# ---- design 1 ----
**Design 1: routing congestion map**

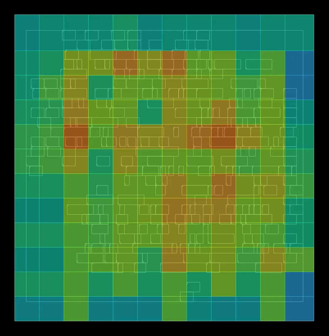

--- config.mk ---
export PLATFORM = sky130hd
export DESIGN_NAME = mem_read_arbiter_flat
export DESIGN_NICKNAME = d
export VERILOG_FILES = /design/src/rtl/mem_read_arbiter_if.sv /design/src/rtl/mem_read_arbiter.sv /design/src/flat_wrapper.sv
export SDC_FILE = /design/constraint.sdc
export NUM_CORES = 1
export LEC_CHECK = 0
export ABC_CLOCK_PERIOD_IN_PS = 3000
export CAP_MARGIN = 10
export CORE_AREA = 3 3 81 83
export CTS_BUF_LIST = sky130_fd_sc_hd__clkbuf_4
export DETAILED_ROUTE_END_ITERATION = 10
export DIE_AREA = 0 0 84 86
export GPL_TIMING_DRIVEN = 0
export HOLD_SLACK_MARGIN = 0.15
export SKIP_CTS_REPAIR_TIMING = 1
export SKIP_LAST_GASP = 1
export SYNTH_ARGS = -nofsm -noshare
export SYNTH_HDL_FRONTEND = slang
export SYNTH_SLANG_ARGS = --single-unit
--- constraint.sdc ---
create_clock -name clk -period 3 [get_ports clk]
set_input_delay 0.6 -clock clk [delete_from_list [all_inputs] [get_ports clk]]
set_output_delay 0.6 -clock clk [all_outputs]
set_load 0.01 [all_outputs]
--- src/rtl/mem_read_arbiter_if.sv ---
// rtl/mem_read_arbiter_if.sv - CPU/GPU requester and memory read-port signals for the read arbiter
interface mem_read_arbiter_if #(
    parameter int ADDR_W = 12,
    parameter int DATA_W = 8
);
    logic              cpu_read;
    logic [ADDR_W-1:0] cpu_read_addr;
    logic [DATA_W-1:0] cpu_read_data;
    logic              cpu_read_ack;
    logic              gpu_read;
    logic [ADDR_W-1:0] gpu_read_addr;
    logic [DATA_W-1:0] gpu_read_data;
    logic              gpu_read_ack;
    logic              mem_read;
    logic [ADDR_W-1:0] mem_read_addr;
    logic [DATA_W-1:0] mem_read_data;
    logic              mem_read_ack;
    logic              read_timeout;

    // Arbiter side.
    modport master (
        input  cpu_read, cpu_read_addr, gpu_read, gpu_read_addr, mem_read_data, mem_read_ack,
        output cpu_read_data, cpu_read_ack, gpu_read_data, gpu_read_ack,
               mem_read, mem_read_addr, read_timeout
    );

    // Requester/memory side.
    modport slave (
        output cpu_read, cpu_read_addr, gpu_read, gpu_read_addr, mem_read_data, mem_read_ack,
        input  cpu_read_data, cpu_read_ack, gpu_read_data, gpu_read_ack,
               mem_read, mem_read_addr, read_timeout
    );
endinterface

--- src/rtl/mem_read_arbiter.sv ---
// rtl/mem_read_arbiter.sv - round-robin CPU/GPU arbiter for the single memory read port
module mem_read_arbiter #(
    parameter int ADDR_W  = 12,
    parameter int DATA_W  = 8,
    parameter int TIMEOUT = 64
) (
    input  logic                clk,
    input  logic                reset,
    mem_read_arbiter_if.master  bus
);
    localparam int               CNT_W    = $clog2(TIMEOUT);
    localparam logic [CNT_W-1:0] CNT_LAST = CNT_W'(TIMEOUT - 1);
    localparam logic             SEL_CPU  = 1'b0;
    localparam logic             SEL_GPU  = 1'b1;

    typedef enum logic [1:0] {IDLE, ISSUE, WAIT, DONE} state_t;

    state_t            state_q, state_d;
    logic              last_q, last_d;
    logic [CNT_W-1:0]  cnt_q, cnt_d;
    logic              mem_read_q, mem_read_d;
    logic [ADDR_W-1:0] addr_q, addr_d;
    logic [DATA_W-1:0] cpu_data_q, cpu_data_d;
    logic [DATA_W-1:0] gpu_data_q, gpu_data_d;
    logic              cpu_ack_q, cpu_ack_d;
    logic              gpu_ack_q, gpu_ack_d;
    logic              timeout_q, timeout_d;
    logic              pick;
    logic [DATA_W-1:0] rd_data;

    always_ff @(posedge clk) begin
        if (reset) begin
            state_q    <= IDLE;
            last_q     <= SEL_GPU;
            cnt_q      <= '0;
            mem_read_q <= 1'b0;
            addr_q     <= '0;
            cpu_data_q <= '0;
            gpu_data_q <= '0;
            cpu_ack_q  <= 1'b0;
            gpu_ack_q  <= 1'b0;
            timeout_q  <= 1'b0;
        end else begin
            state_q    <= state_d;
            last_q     <= last_d;
            cnt_q      <= cnt_d;
            mem_read_q <= mem_read_d;
            addr_q     <= addr_d;
            cpu_data_q <= cpu_data_d;
            gpu_data_q <= gpu_data_d;
            cpu_ack_q  <= cpu_ack_d;
            gpu_ack_q  <= gpu_ack_d;
            timeout_q  <= timeout_d;
        end
    end

    // last_q doubles as the owner of the transaction in flight.
    always_comb begin
        state_d    = state_q;
        last_d     = last_q;
        cnt_d      = cnt_q;
        mem_read_d = 1'b0;
        addr_d     = addr_q;
        cpu_data_d = cpu_data_q;
        gpu_data_d = gpu_data_q;
        cpu_ack_d  = 1'b0;
        gpu_ack_d  = 1'b0;
        timeout_d  = 1'b0;
        pick       = SEL_CPU;
        rd_data    = '0;
        case (state_q)
            IDLE: begin
                if (bus.cpu_read || bus.gpu_read) begin
                    pick       = (bus.cpu_read && bus.gpu_read) ? ~last_q : bus.gpu_read;
                    last_d     = pick;
                    addr_d     = pick ? bus.gpu_read_addr : bus.cpu_read_addr;
                    mem_read_d = 1'b1;
                    state_d    = ISSUE;
                end
            end
            ISSUE: begin
                cnt_d   = '0;
                state_d = WAIT;
            end
            WAIT: begin
                cnt_d = cnt_q + 1'b1;
                // A real ack on the final watchdog cycle still wins over the timeout.
                if (bus.mem_read_ack || cnt_q == CNT_LAST) begin
                    rd_data   = bus.mem_read_ack ? bus.mem_read_data : '0;
                    timeout_d = ~bus.mem_read_ack;
                    if (last_q == SEL_GPU) begin
                        gpu_data_d = rd_data;
                        gpu_ack_d  = 1'b1;
                    end else begin
                        cpu_data_d = rd_data;
                        cpu_ack_d  = 1'b1;
                    end
                    state_d = DONE;
                end
            end
            DONE: begin
                state_d = IDLE;
            end
            default: begin
                state_d = IDLE;
            end
        endcase
    end

    assign bus.mem_read      = mem_read_q;
    assign bus.mem_read_addr = addr_q;
    assign bus.cpu_read_data = cpu_data_q;
    assign bus.cpu_read_ack  = cpu_ack_q;
    assign bus.gpu_read_data = gpu_data_q;
    assign bus.gpu_read_ack  = gpu_ack_q;
    assign bus.read_timeout  = timeout_q;
endmodule

--- src/flat_wrapper.sv ---
// flat-port wrapper written by rule: the top's interface ports become plain ports
module mem_read_arbiter_flat 
#(
    parameter int ADDR_W  = 12,
    parameter int DATA_W  = 8,
    parameter int TIMEOUT = 64
)
  (clk, reset, bus_cpu_read, bus_cpu_read_addr, bus_gpu_read, bus_gpu_read_addr, bus_mem_read_data, bus_mem_read_ack, bus_cpu_read_data, bus_cpu_read_ack, bus_gpu_read_data, bus_gpu_read_ack, bus_mem_read, bus_mem_read_addr, bus_read_timeout);
  mem_read_arbiter_if #(.ADDR_W(ADDR_W), .DATA_W(DATA_W)) bus_i ();
  input  logic clk;
  input  logic reset;
  input wire logic [$bits(bus_i.cpu_read)-1:0] bus_cpu_read;
  input wire logic [$bits(bus_i.cpu_read_addr)-1:0] bus_cpu_read_addr;
  input wire logic [$bits(bus_i.gpu_read)-1:0] bus_gpu_read;
  input wire logic [$bits(bus_i.gpu_read_addr)-1:0] bus_gpu_read_addr;
  input wire logic [$bits(bus_i.mem_read_data)-1:0] bus_mem_read_data;
  input wire logic [$bits(bus_i.mem_read_ack)-1:0] bus_mem_read_ack;
  output wire logic [$bits(bus_i.cpu_read_data)-1:0] bus_cpu_read_data;
  output wire logic [$bits(bus_i.cpu_read_ack)-1:0] bus_cpu_read_ack;
  output wire logic [$bits(bus_i.gpu_read_data)-1:0] bus_gpu_read_data;
  output wire logic [$bits(bus_i.gpu_read_ack)-1:0] bus_gpu_read_ack;
  output wire logic [$bits(bus_i.mem_read)-1:0] bus_mem_read;
  output wire logic [$bits(bus_i.mem_read_addr)-1:0] bus_mem_read_addr;
  output wire logic [$bits(bus_i.read_timeout)-1:0] bus_read_timeout;
  assign bus_i.cpu_read = bus_cpu_read;
  assign bus_i.cpu_read_addr = bus_cpu_read_addr;
  assign bus_i.gpu_read = bus_gpu_read;
  assign bus_i.gpu_read_addr = bus_gpu_read_addr;
  assign bus_i.mem_read_data = bus_mem_read_data;
  assign bus_i.mem_read_ack = bus_mem_read_ack;
  assign bus_cpu_read_data = bus_i.cpu_read_data;
  assign bus_cpu_read_ack = bus_i.cpu_read_ack;
  assign bus_gpu_read_data = bus_i.gpu_read_data;
  assign bus_gpu_read_ack = bus_i.gpu_read_ack;
  assign bus_mem_read = bus_i.mem_read;
  assign bus_mem_read_addr = bus_i.mem_read_addr;
  assign bus_read_timeout = bus_i.read_timeout;
  mem_read_arbiter #(.ADDR_W(ADDR_W), .DATA_W(DATA_W), .TIMEOUT(TIMEOUT)) u_core (.clk(clk), .reset(reset), .bus(bus_i));
endmodule
# ---- design 2 ----
`src/rtl/spram_be_clr_if.sv`:
```
// Client bus for spram_be_clr: address, write data/enables, flush request,
// read data and the ready flag that gates all access.
interface spram_be_clr_if #(
  parameter int unsigned DATABITS = 32,
  parameter int unsigned ADDRBITS = 5
) ();

  logic [ADDRBITS-1:0]   addr;
  logic [DATABITS-1:0]   data_in;
  logic [DATABITS/8-1:0] be;
  logic                  we;
  logic                  flush;
  logic [DATABITS-1:0]   data_out;
  logic                  ready;

  // Client side drives requests and observes data/ready.
  modport master (
    output addr, data_in, be, we, flush,
    input  data_out, ready
  );

  // RAM side.
  modport slave (
    input  addr, data_in, be, we, flush,
    output data_out, ready
  );

endinterface

```
`src/rtl/spram_be_clr.sv`:
```
// Single-port RAM with byte-lane writes, optional registered read and a
// built-in clear engine that sweeps CLRVAL into every word after reset and
// on each flush. Client access is only honoured while ready is high.
module spram_be_clr #(
  parameter int unsigned          DATABITS = 32,
  parameter int unsigned          ADDRBITS = 5,
  parameter int unsigned          REGOUT   = 0,
  parameter logic [DATABITS-1:0]  CLRVAL   = '0
) (
  input  logic           clk,
  input  logic           reset_n,
  spram_be_clr_if.slave  bus
);

  localparam int unsigned MEMSIZE = 2 ** ADDRBITS;
  localparam int unsigned NBYTES  = DATABITS / 8;

  typedef enum logic [0:0] {StClear, StIdle} state_e;

  state_e              state_q, state_d;
  logic [ADDRBITS-1:0] clr_cnt_q, clr_cnt_d;
  logic                clr_we;
  logic                wr_en;

  // The array is deliberately not reset; the clear sweep initialises it.
  logic [DATABITS-1:0] mem_q [MEMSIZE];

  // FSM and clear-counter state register.
  always_ff @(posedge clk or negedge reset_n) begin
    if (!reset_n) begin
      state_q   <= StClear;
      clr_cnt_q <= '0;
    end else begin
      state_q   <= state_d;
      clr_cnt_q <= clr_cnt_d;
    end
  end

  // Next-state logic: sweep every word, flush restarts the sweep from word 0.
  always_comb begin
    state_d   = state_q;
    clr_cnt_d = clr_cnt_q;
    clr_we    = 1'b0;
    wr_en     = 1'b0;
    unique case (state_q)
      StClear: begin
        clr_we = 1'b1;
        if (bus.flush) begin
          clr_cnt_d = '0;
        end else begin
          clr_cnt_d = clr_cnt_q + 1'b1;
          if (&clr_cnt_q) begin
            state_d = StIdle;
          end
        end
      end
      StIdle: begin
        if (bus.flush) begin
          // Flush wins over a coincident write.
          state_d   = StClear;
          clr_cnt_d = '0;
        end else begin
          wr_en = bus.we;
        end
      end
      default: begin
        state_d   = StClear;
        clr_cnt_d = '0;
      end
    endcase
  end

  assign bus.ready = (state_q == StIdle);

  // Array write port: clear sweep or byte-lane client write.
  always_ff @(posedge clk) begin
    if (clr_we) begin
      mem_q[clr_cnt_q] <= CLRVAL;
    end else if (wr_en) begin
      for (int unsigned i = 0; i < NBYTES; i++) begin
        if (bus.be[i]) begin
          mem_q[bus.addr][8*i +: 8] <= bus.data_in[8*i +: 8];
        end
      end
    end
  end

  if (REGOUT != 0) begin : g_regout
    logic [DATABITS-1:0] dout_q;

    // Registered read-first port; holds its value while not ready.
    always_ff @(posedge clk or negedge reset_n) begin
      if (!reset_n) begin
        dout_q <= '0;
      end else if (bus.ready) begin
        dout_q <= mem_q[bus.addr];
      end
    end

    assign bus.data_out = dout_q;
  end else begin : g_combout
    assign bus.data_out = mem_q[bus.addr];
  end

endmodule

```
`src/flat_wrapper.sv`:
```
// flat-port wrapper written by rule: the top's interface ports become plain ports
module spram_be_clr_flat 
#(
  parameter int unsigned          DATABITS = 32,
  parameter int unsigned          ADDRBITS = 5,
  parameter int unsigned          REGOUT   = 0,
  parameter logic [DATABITS-1:0]  CLRVAL   = '0
)
  (clk, reset_n, bus_addr, bus_data_in, bus_be, bus_we, bus_flush, bus_data_out, bus_ready);
  spram_be_clr_if #(.DATABITS(DATABITS), .ADDRBITS(ADDRBITS)) bus_i ();
  input  logic clk;
  input  logic reset_n;
  input wire logic [$bits(bus_i.addr)-1:0] bus_addr;
  input wire logic [$bits(bus_i.data_in)-1:0] bus_data_in;
  input wire logic [$bits(bus_i.be)-1:0] bus_be;
  input wire logic [$bits(bus_i.we)-1:0] bus_we;
  input wire logic [$bits(bus_i.flush)-1:0] bus_flush;
  output wire logic [$bits(bus_i.data_out)-1:0] bus_data_out;
  output wire logic [$bits(bus_i.ready)-1:0] bus_ready;
  assign bus_i.addr = bus_addr;
  assign bus_i.data_in = bus_data_in;
  assign bus_i.be = bus_be;
  assign bus_i.we = bus_we;
  assign bus_i.flush = bus_flush;
  assign bus_data_out = bus_i.data_out;
  assign bus_ready = bus_i.ready;
  spram_be_clr #(.DATABITS(DATABITS), .ADDRBITS(ADDRBITS), .REGOUT(REGOUT), .CLRVAL(CLRVAL)) u_core (.clk(clk), .reset_n(reset_n), .bus(bus_i));
endmodule
```
`config.mk`:
```
export PLATFORM = sky130hd
export DESIGN_NAME = spram_be_clr_flat
export DESIGN_NICKNAME = d
export VERILOG_FILES = /design/src/rtl/spram_be_clr_if.sv /design/src/rtl/spram_be_clr.sv /design/src/flat_wrapper.sv
export SDC_FILE = /design/constraint.sdc
export NUM_CORES = 1
export LEC_CHECK = 0
export CORE_MARGIN = 5
export CORE_UTILIZATION = 30
export CTS_CLUSTER_DIAMETER = 120
export CTS_CLUSTER_SIZE = 24
export DETAILED_ROUTE_END_ITERATION = 7
export PLACE_DENSITY = 0.52
export SLEW_MARGIN = 20
export SYNTH_ARGS = -nofsm -noshare
export SYNTH_HDL_FRONTEND = slang
export SYNTH_SLANG_ARGS = --single-unit
```
`constraint.sdc`:
```
create_clock -name clk -period 7.5 [get_ports clk]
set_input_delay 2.25 -clock clk [delete_from_list [all_inputs] [get_ports clk]]
set_output_delay 2.25 -clock clk [all_outputs]
set_load 0.02 [all_outputs]
```
# ---- design 3 ----
### src/rtl/multicycle_controller.sv
// Multi-cycle datapath sequencer: decodes op/funct and drives datapath enables/selects per state.
// Latency: instruction takes 2..5 states plus one extra cycle per mem_ready-low wait cycle.
// Backpressure: FETCH/MEMREAD/MEMWRITE hold until mem_ready; all other states ignore it.
module multicycle_controller (
  input  logic       clk,
  input  logic       rst,
  input  logic [6:0] op,
  input  logic [2:0] funct3,
  input  logic       funct7b5,
  input  logic       zero,
  input  logic       mem_ready,
  output logic       pcwrite,
  output logic       adrsrc,
  output logic       memwrite,
  output logic       irwrite,
  output logic       regwrite,
  output logic [1:0] resultsrc,
  output logic [1:0] alusrca,
  output logic [1:0] alusrcb,
  output logic [1:0] immsrc,
  output logic [2:0] alucontrol,
  output logic       illegal_op,
  output logic [3:0] state
);

  typedef enum logic [3:0] {
    S_FETCH    = 4'd0,
    S_DECODE   = 4'd1,
    S_MEMADR   = 4'd2,
    S_MEMREAD  = 4'd3,
    S_MEMWB    = 4'd4,
    S_MEMWRITE = 4'd5,
    S_EXECUTER = 4'd6,
    S_EXECUTEI = 4'd7,
    S_ALUWB    = 4'd8,
    S_BEQ      = 4'd9,
    S_JAL      = 4'd10
  } state_t;

  localparam logic [6:0] OP_LW   = 7'b0000011;
  localparam logic [6:0] OP_SW   = 7'b0100011;
  localparam logic [6:0] OP_R    = 7'b0110011;
  localparam logic [6:0] OP_I    = 7'b0010011;
  localparam logic [6:0] OP_BEQ  = 7'b1100011;
  localparam logic [6:0] OP_JAL  = 7'b1101111;

  localparam logic [2:0] ALU_ADD = 3'b000;
  localparam logic [2:0] ALU_SUB = 3'b001;
  localparam logic [2:0] ALU_AND = 3'b010;
  localparam logic [2:0] ALU_OR  = 3'b011;
  localparam logic [2:0] ALU_SLT = 3'b101;

  state_t     state_q, state_d;
  logic [2:0] alu_dec;
  logic       pcwrite_c, memwrite_c, irwrite_c, regwrite_c, illegal_c;

  // State register; reset wins over any pending transition, including memory waits.
  always_ff @(posedge clk) begin
    if (rst) state_q <= S_FETCH;
    else     state_q <= state_d;
  end

  // ALU operation for R/I-type execute; subtract only for R-type with funct7b5 set.
  always_comb begin
    alu_dec = ALU_ADD;
    unique case (funct3)
      3'b000:  alu_dec = (op[5] & funct7b5) ? ALU_SUB : ALU_ADD;
      3'b010:  alu_dec = ALU_SLT;
      3'b110:  alu_dec = ALU_OR;
      3'b111:  alu_dec = ALU_AND;
      default: alu_dec = ALU_ADD;
    endcase
  end

  // Immediate format follows the opcode directly, independent of state.
  always_comb begin
    immsrc = 2'b00;
    unique case (op)
      OP_SW:   immsrc = 2'b01;
      OP_BEQ:  immsrc = 2'b10;
      OP_JAL:  immsrc = 2'b11;
      default: immsrc = 2'b00;
    endcase
  end

  // Next-state and per-state datapath controls; unlisted selects/enables stay 0.
  always_comb begin
    state_d    = state_q;
    pcwrite_c  = 1'b0;
    adrsrc     = 1'b0;
    memwrite_c = 1'b0;
    irwrite_c  = 1'b0;
    regwrite_c = 1'b0;
    illegal_c  = 1'b0;
    resultsrc  = 2'b00;
    alusrca    = 2'b00;
    alusrcb    = 2'b00;
    alucontrol = ALU_ADD;
    unique case (state_q)
      S_FETCH: begin
        alusrcb   = 2'b10;
        resultsrc = 2'b10;
        irwrite_c = mem_ready;
        pcwrite_c = mem_ready;
        if (mem_ready) state_d = S_DECODE;
      end
      S_DECODE: begin
        // Branch/jump target (OldPC + imm) is computed here into ALUOut.
        alusrca = 2'b01;
        alusrcb = 2'b01;
        unique case (op)
          OP_LW, OP_SW: state_d = S_MEMADR;
          OP_R:         state_d = S_EXECUTER;
          OP_I:         state_d = S_EXECUTEI;
          OP_BEQ:       state_d = S_BEQ;
          OP_JAL:       state_d = S_JAL;
          default: begin
            state_d   = S_FETCH;
            illegal_c = 1'b1;
          end
        endcase
      end
      S_MEMADR: begin
        alusrca = 2'b10;
        alusrcb = 2'b01;
        state_d = (op == OP_LW) ? S_MEMREAD : S_MEMWRITE;
      end
      S_MEMREAD: begin
        adrsrc = 1'b1;
        if (mem_ready) state_d = S_MEMWB;
      end
      S_MEMWB: begin
        resultsrc  = 2'b01;
        regwrite_c = 1'b1;
        state_d    = S_FETCH;
      end
      S_MEMWRITE: begin
        adrsrc     = 1'b1;
        memwrite_c = 1'b1;
        if (mem_ready) state_d = S_FETCH;
      end
      S_EXECUTER: begin
        alusrca    = 2'b10;
        alucontrol = alu_dec;
        state_d    = S_ALUWB;
      end
      S_EXECUTEI: begin
        alusrca    = 2'b10;
        alusrcb    = 2'b01;
        alucontrol = alu_dec;
        state_d    = S_ALUWB;
      end
      S_ALUWB: begin
        regwrite_c = 1'b1;
        state_d    = S_FETCH;
      end
      S_BEQ: begin
        alusrca    = 2'b10;
        alucontrol = ALU_SUB;
        pcwrite_c  = zero;
        state_d    = S_FETCH;
      end
      S_JAL: begin
        // PC <- ALUOut (target); ALU forms OldPC + 4 for the link write in ALUWB.
        alusrca   = 2'b01;
        alusrcb   = 2'b10;
        pcwrite_c = 1'b1;
        state_d   = S_ALUWB;
      end
      default: state_d = S_FETCH;
    endcase
  end

  // Architectural side effects are suppressed while reset is held.
  assign pcwrite    = pcwrite_c  & ~rst;
  assign memwrite   = memwrite_c & ~rst;
  assign irwrite    = irwrite_c  & ~rst;
  assign regwrite   = regwrite_c & ~rst;
  assign illegal_op = illegal_c  & ~rst;
  assign state      = state_q;

endmodule

### config.mk
export PLATFORM = sky130hd
export DESIGN_NAME = multicycle_controller
export DESIGN_NICKNAME = d
export VERILOG_FILES = /design/src/rtl/multicycle_controller.sv
export SDC_FILE = /design/constraint.sdc
export NUM_CORES = 1
export LEC_CHECK = 0
export ABC_AREA = 1
export CORE_MARGIN = 1
export CORE_UTILIZATION = 31
export DETAILED_ROUTE_END_ITERATION = 10
export GPL_ROUTABILITY_DRIVEN = 0
export PLACE_DENSITY = 0.81
export SLEW_MARGIN = 10
export SYNTH_ARGS = -nofsm -noshare
export SYNTH_HDL_FRONTEND = slang
export SYNTH_SLANG_ARGS = --single-unit
export TNS_END_PERCENT = 5
### constraint.sdc
create_clock -name clk -period 1.1 [get_ports clk]
set_input_delay 0.11 -clock clk [delete_from_list [all_inputs] [get_ports clk]]
set_output_delay 0.11 -clock clk [all_outputs]
set_load 0.005 [all_outputs]
# ---- design 4 ----
[src/rtl/p1_auto_player.sv]
// -----------------------------------------------------------------------------
// p1_auto_player
//
// Automated Player 1 agent. It sits on the player side of the game core's P1
// move interface. When the core raises 'turn', it snapshots the P1 hand and the
// table card. It then scans the hand one slot per clock and answers with the
// cheapest winning card, or with a pass if no card wins.
//
// Ports:
//   clka        in   system clock, rising edge
//   restart     in   synchronous active-high reset, highest priority
//   turn        in   level, high while the core waits for a P1 move
//   hand        in   NUM_SLOTS*CARD_W P1 hand, slot i = hand[CARD_W*i +: CARD_W]
//   max_card    in   current top card, 0 = empty table
//   p1_decision out  selected slot, 1-based; 0 = none
//   p1_no       out  pass request
//   move_valid  out  high while p1_decision/p1_no carry a decided move
//   busy        out  high in SCAN and DECIDE
//
// Optional build macro P1_BOT_STATS_EN adds the saturating 8-bit counters
// plays_cnt and pass_cnt. Each counts one DECIDE outcome.
// -----------------------------------------------------------------------------
module p1_auto_player #(
    parameter int NUM_SLOTS = 4,
    parameter int CARD_W    = 6,
    parameter int DEC_W     = 3
) (
    input  logic                        clka,
    input  logic                        restart,
    input  logic                        turn,
    input  logic [NUM_SLOTS*CARD_W-1:0] hand,
    input  logic [CARD_W-1:0]           max_card,
    output logic [DEC_W-1:0]            p1_decision,
    output logic                        p1_no,
    output logic                        move_valid,
    output logic                        busy
`ifdef P1_BOT_STATS_EN
    ,
    output logic [7:0]                  plays_cnt,
    output logic [7:0]                  pass_cnt
`endif
);

    typedef enum logic [2:0] {IDLE, SCAN, DECIDE, HOLD, WAIT_LOW} state_t;

    state_t                      state_q, state_d;
    logic [NUM_SLOTS*CARD_W-1:0] hand_q, hand_d;
    logic [CARD_W-1:0]           maxCard_q, maxCard_d;
    logic [DEC_W-1:0]            idx_q, idx_d;
    logic [CARD_W-1:0]           card_q, card_d;
    logic [DEC_W-1:0]            cardIdx_q, cardIdx_d;
    logic                        cardVld_q, cardVld_d;
    logic                        bestVld_q, bestVld_d;
    logic [CARD_W-1:0]           bestCard_q, bestCard_d;
    logic [DEC_W-1:0]            bestIdx_q, bestIdx_d;
    logic [DEC_W-1:0]            decision_q, decision_d;
    logic                        no_q, no_d;
    logic                        valid_q, valid_d;
    logic                        busy_q, busy_d;
    logic                        exited_q, exited_d;
    logic [CARD_W-1:0]           fetchCard;

    // Slot mux over the latched hand. Its output is registered into card_q
    // and compared one edge later. Together with the DECIDE edge, this gives
    // NUM_SLOTS+2 edges from the turn sample to move_valid.
    always_comb begin
        fetchCard = '0;
        for (int i = 0; i < NUM_SLOTS; i++) begin
            if (idx_q == DEC_W'(i)) begin
                fetchCard = hand_q[CARD_W*i +: CARD_W];
            end
        end
    end

    // Next-state and output logic. exited_q remembers that the previous edge
    // left HOLD. A turn that is still high on the very next edge goes to
    // WAIT_LOW and does not start a second move.
    always_comb begin
        state_d    = state_q;
        hand_d     = hand_q;
        maxCard_d  = maxCard_q;
        idx_d      = idx_q;
        card_d     = card_q;
        cardIdx_d  = cardIdx_q;
        cardVld_d  = cardVld_q;
        bestVld_d  = bestVld_q;
        bestCard_d = bestCard_q;
        bestIdx_d  = bestIdx_q;
        decision_d = decision_q;
        no_d       = no_q;
        valid_d    = valid_q;
        exited_d   = exited_q;

        case (state_q)
            IDLE: begin
                exited_d = 1'b0;
                if (turn) begin
                    if (exited_q) begin
                        state_d = WAIT_LOW;
                    end else begin
                        hand_d     = hand;
                        maxCard_d  = max_card;
                        idx_d      = '0;
                        cardVld_d  = 1'b0;
                        bestVld_d  = 1'b0;
                        bestCard_d = '0;
                        bestIdx_d  = '0;
                        state_d    = SCAN;
                    end
                end
            end
            SCAN: begin
                if (!turn) begin
                    state_d = IDLE;
                end else begin
                    // A strict compare is enough because the deck has no
                    // duplicate ranks.
                    if (cardVld_q && (card_q != '0) && (card_q > maxCard_q) &&
                        (!bestVld_q || (card_q < bestCard_q))) begin
                        bestVld_d  = 1'b1;
                        bestCard_d = card_q;
                        bestIdx_d  = cardIdx_q;
                    end
                    if (idx_q < DEC_W'(NUM_SLOTS)) begin
                        card_d    = fetchCard;
                        cardIdx_d = idx_q;
                        cardVld_d = 1'b1;
                        idx_d     = idx_q + DEC_W'(1);
                    end else begin
                        cardVld_d = 1'b0;
                        state_d   = DECIDE;
                    end
                end
            end
            DECIDE: begin
                if (!turn) begin
                    state_d = IDLE;
                end else begin
                    valid_d = 1'b1;
                    if (bestVld_q) begin
                        decision_d = bestIdx_q + DEC_W'(1);
                        no_d       = 1'b0;
                    end else begin
                        decision_d = '0;
                        no_d       = 1'b1;
                    end
                    state_d = HOLD;
                end
            end
            HOLD: begin
                if (!turn) begin
                    decision_d = '0;
                    no_d       = 1'b0;
                    valid_d    = 1'b0;
                    exited_d   = 1'b1;
                    state_d    = IDLE;
                end
            end
            WAIT_LOW: begin
                if (!turn) begin
                    state_d = IDLE;
                end
            end
            default: state_d = IDLE;
        endcase

        busy_d = (state_d == SCAN) || (state_d == DECIDE);
    end

    // State and output registers. restart overrides everything.
    always_ff @(posedge clka) begin
        if (restart) begin
            state_q    <= IDLE;
            hand_q     <= '0;
            maxCard_q  <= '0;
            idx_q      <= '0;
            card_q     <= '0;
            cardIdx_q  <= '0;
            cardVld_q  <= 1'b0;
            bestVld_q  <= 1'b0;
            bestCard_q <= '0;
            bestIdx_q  <= '0;
            decision_q <= '0;
            no_q       <= 1'b0;
            valid_q    <= 1'b0;
            busy_q     <= 1'b0;
            exited_q   <= 1'b0;
        end else begin
            state_q    <= state_d;
            hand_q     <= hand_d;
            maxCard_q  <= maxCard_d;
            idx_q      <= idx_d;
            card_q     <= card_d;
            cardIdx_q  <= cardIdx_d;
            cardVld_q  <= cardVld_d;
            bestVld_q  <= bestVld_d;
            bestCard_q <= bestCard_d;
            bestIdx_q  <= bestIdx_d;
            decision_q <= decision_d;
            no_q       <= no_d;
            valid_q    <= valid_d;
            busy_q     <= busy_d;
            exited_q   <= exited_d;
        end
    end

    assign p1_decision = decision_q;
    assign p1_no       = no_q;
    assign move_valid  = valid_q;
    assign busy        = busy_q;

`ifdef P1_BOT_STATS_EN
    logic [7:0] playsCnt_q;
    logic [7:0] passCnt_q;

    // Each completed DECIDE bumps exactly one of the counters. Both counters
    // stick at 255.
    always_ff @(posedge clka) begin
        if (restart) begin
            playsCnt_q <= '0;
            passCnt_q  <= '0;
        end else if ((state_q == DECIDE) && turn) begin
            if (bestVld_q) begin
                if (playsCnt_q != 8'hFF) playsCnt_q <= playsCnt_q + 8'd1;
            end else begin
                if (passCnt_q != 8'hFF) passCnt_q <= passCnt_q + 8'd1;
            end
        end
    end

    assign plays_cnt = playsCnt_q;
    assign pass_cnt  = passCnt_q;
`endif

endmodule

[config.mk]
export PLATFORM = sky130hd
export DESIGN_NAME = p1_auto_player
export DESIGN_NICKNAME = d
export VERILOG_FILES = /design/src/rtl/p1_auto_player.sv
export SDC_FILE = /design/constraint.sdc
export NUM_CORES = 1
export LEC_CHECK = 0
export ABC_CLOCK_PERIOD_IN_PS = 2570
export CORE_MARGIN = 4
export CORE_UTILIZATION = 45
export DETAILED_ROUTE_END_ITERATION = 10
export PLACE_DENSITY = 0.7
export SLEW_MARGIN = 20
export SYNTH_ARGS = -nofsm -noshare
export SYNTH_HDL_FRONTEND = slang
export SYNTH_SLANG_ARGS = --single-unit
export TNS_END_PERCENT = 100
[constraint.sdc]
create_clock -name clka -period 2.57 [get_ports clka]
set_input_delay 0.514 -clock clka [delete_from_list [all_inputs] [get_ports clka]]
set_output_delay 0.514 -clock clka [all_outputs]
set_load 0.05 [all_outputs]
**Design 2: routed metal, one colour a layer**

Bar = 100 um. Two of the layers only.
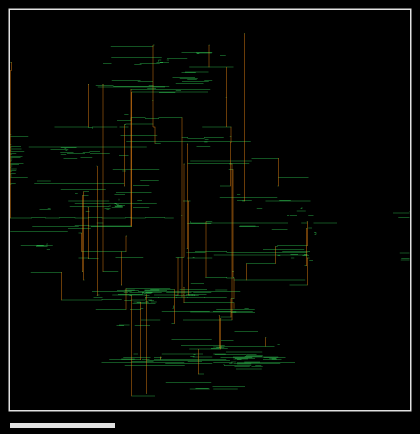
green -> met3  # wire length 6330 um
orange -> met4  # wire length 2880 um

==> results.txt, design 2 <==
Yosys warns - 0
Distinct lib cells used - 39
Critical path class - in -> out
Chip Width - 382 um
Clk latency of the worst-skew pair - 640 ps
CTS tree - done
Max incr delay on CP - 720 ps
Total congestion overflow - 0
Rel. slew slack - 27.7%
IO buf count - 77
CP required - 5250 ps
Fin crit share - 98.2%
Reg-to-reg critical path startpoint - u_core.bus.ready$_DFF_PN0_
Fillcell total - 13.0k
DRC - 0
Post-DP HPWL - 70700 um
NetSw - 2.13 mW
Setup WS post-layout - 132 ps
Status - finished, final reports clean
Biggest area cells - edfxtp_1, mux2i_1, a22oi_1
Synth mux share - 12.4%
Mapped Nets - 2500
**Design 3: cell classes on the final placement**

Bar = 10 um. Fill, decap, tap and diode cells in grey.
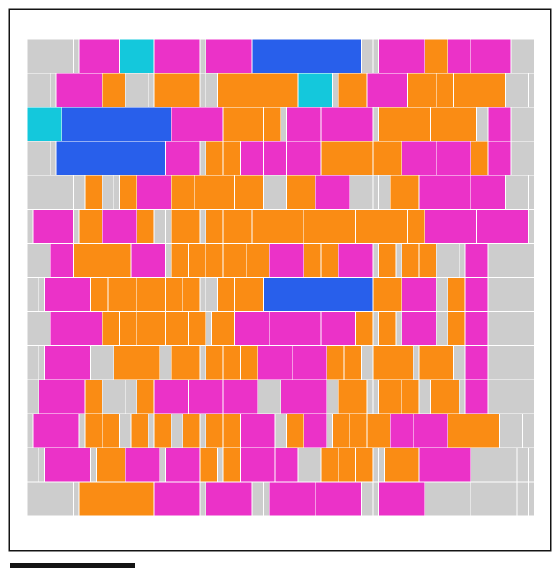
cyan -> cells driving clock nets  # cells 3, share of their area 1.9%
orange -> all other logic  # cells 97, share of their area 45%
magenta -> other buffers and delay cells  # cells 67, share of their area 45%
blue -> flops  # cells 4, share of their area 7.9%

==> results.txt, design 3 <==
Status - complete, but fails checks
Failing checks - negative setup slack
Site row count - 14
Sequential power share - 23.7%
Initial antenna violation count - 0
Pre-CTS WS - -672 ps
FA/HA/MAJ Cells, Area Fraction - 0%
Vias - 937
#FFs+latches synth - 4
Seq pwr - 0.152 mW
Chip Width - 43.1 um
Postcts setup bufs - 5
CTS clock-pin slew for the worst setup and hold paths - 40 ps
Non-clock inverters - 22
Combinational share of cell area - 37.8%
Setup WS post-layout - -372 ps
Unrepaired setup endpoints after global routing - true
Worst-path maximum fanout - 4
Clock network power - 0.183 mW
ANT nets after route - 0
Setup violators final - 21
CTS root buffer - clkbuf_4
Highest metal used - met4
CTS resizes - 103
# clk buffers - 3
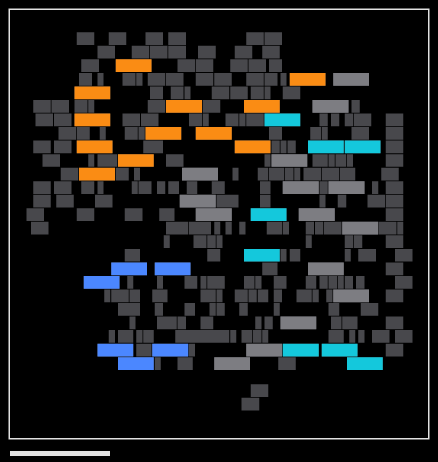
**Above:** design 1 (sequential cells grouped by signal name).
Bar = 20 um. Other sequential cells in the stronger grey, the rest of the logic in the fainter grey.
orange -> `u_core.bus.mem_read_addr`  # sequential cells 12
cyan -> `u_core.bus.gpu_read_data`  # sequential cells 8
blue -> `u_core.cnt_q`  # sequential cells 6

## Picture notes: 'routing congestion map' of design 1
utilization after layout: 43.7%
GR Layer Usage met2: 18.8%
GR peak layer: met2
wire length per cell: 12.9 um

==> results.txt, design 1 <==
Init Core Util - 29.5%
Worst Setup SP - bus_cpu_read
Commonest non-fill, non-tap cell in the layout - clkdlybuf4s50_1
Post-synthesis average cell area - 9.13 sq um
Area fraction in xor and xnor cells - 2.51%
Total core area - 5920 sq um
Vias in the first global route - 1496
CP startpoint kind - primary input
Area leader, netlist - dfxtp_1
Hold Path End - u_core.bus.cpu_read_data[7]$_SDFFE_PP0P_
Area share of the largest cell type after synthesis - 47.1%
Initial antenna violation count - 0
Clk tree area frac - 3.05%
Reg-to-reg critical path startpoint - u_core.state_q[0]$_SDFFE_PP0P_
Clock network power - 0.358 mW
Largest net degree at the start of global routing - 13
Top-count cell post-synth - dfxtp_1
Status - finished, final reports clean
M1 GR Usage - 15.9%
YS chip area - 1740 sq um
Nets@finish - 306
Overall routing resource usage - 12.3%
Fin crit share - 62.4%
**Design 4: cell classes on the final placement**

Bar = 20 um. Fill, decap, tap and diode cells in grey.
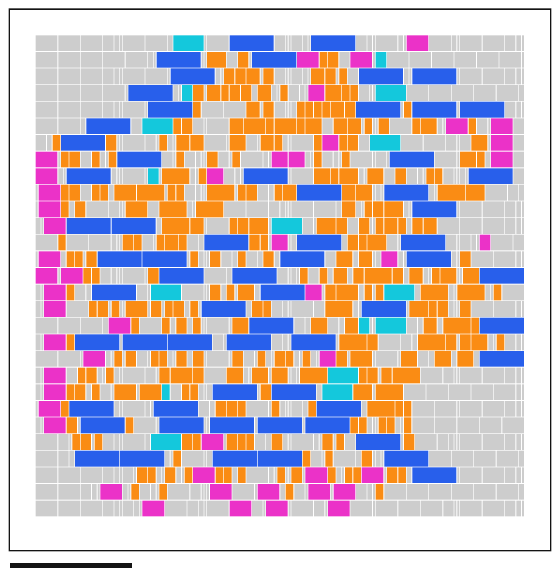
blue -> flops  # cells 63, share of their area 37%
orange -> all other logic  # cells 285, share of their area 46%
cyan -> clock drivers and dummy loads  # cells 16, share of their area 5.1%
magenta -> other buffers and delay cells  # cells 47, share of their area 13%

==> results.txt, design 4 <==
Worst Path Arrival - 2480 ps
Clk pwr share - 36.6%
Placed Cells - 472
Max-slew violations - 0
Cells in synth_stat.txt - 368
Total congestion overflow - 0
Top logic family - simple AND/OR/NAND/NOR gates
VDD IR-drop max - 0.341 mV
Non-clock buffer share - 12.5%
Routed WL - 6360 um
Overall routing resource usage - 17.7%
Status - finished, final reports clean
Hold slack - 451 ps
Combinational power share - 13.0%
Critical path class - reg -> reg
Hold Path End - cardIdx_q[2]$_SDFFE_PP0P_
Leak - 1.36 nW
Site row count - 29
Post-synth EDFFs - 0
Most used DFF post-synth - dfxtp_1
Synth Seq Share - 43.4%
Postcts setup bufs - 0
Critical path depth - 6
Utilization after layout - 56.2%
Tap Cells - 77
First-pass GRT wire length - 11000 um
CP Cell Sequence - ha_1 > and4_1 > a311o_1 > o21ai_1 > nand2_1 > o41ai_1

==> screenshots <==
Routing congestion map.
panel A
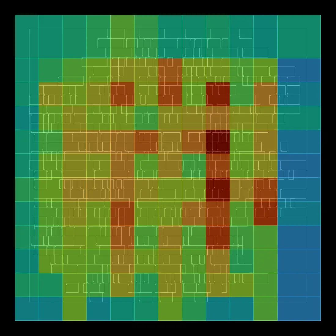
panel B
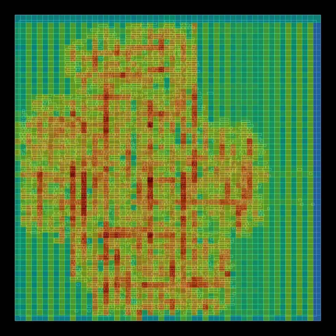
panel C
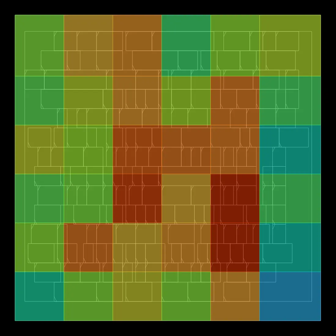
Of these, lowest track usage: panel B
Of these, highest utilization: panel C
- panel A = design 4
- panel C = design 3
- panel B = design 2



==> notes/layouts.md <==
Pictures saved along the way, in no particular order.

Cell area per tile.
picture 1
8 x 9 tiles, from black (low) to pale yellow (high), 0 to 100% covered.
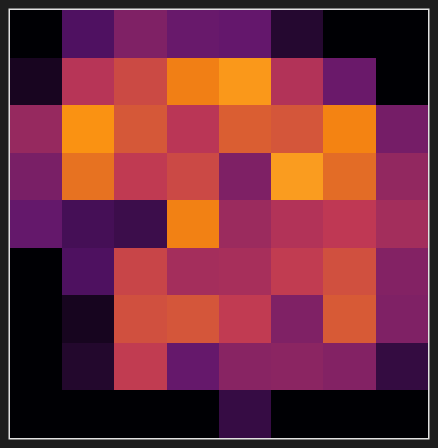
picture 2
38 x 38 tiles, from black (low) to pale yellow (high), 0 to 100% covered.
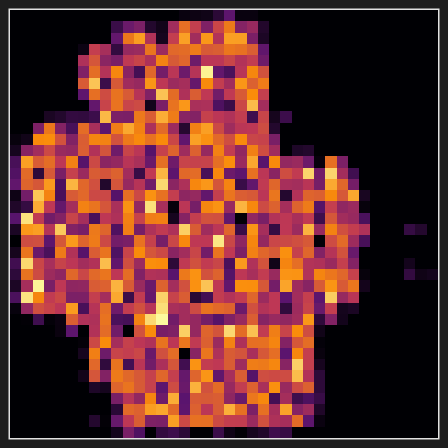
picture 3
9 x 9 tiles, from black (low) to pale yellow (high), 0 to 100% covered.
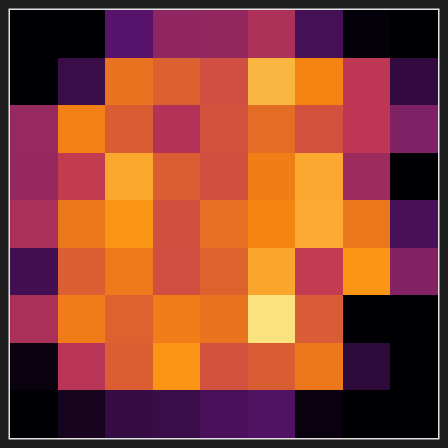
picture 4
9 x 9 tiles, from black (low) to pale yellow (high), 0 to 100% covered.
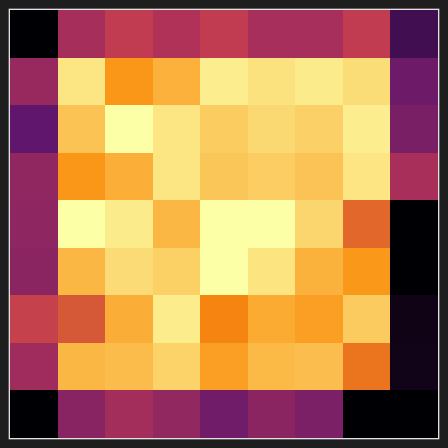
design 1: picture 1
design 3: picture 4
design 2: picture 2
design 4: picture 3
Of these, lowest utilization: picture 2
Of these, highest utilization: picture 4

Key to picture 4:
tiles over 75% full = 56%
nearly empty tiles = 7.4%
densest ninth of the die = centre
mean over tiles = 65%
emptiest ninth of the die = south-east

Power is estimated from default activity; no workload was simulated.
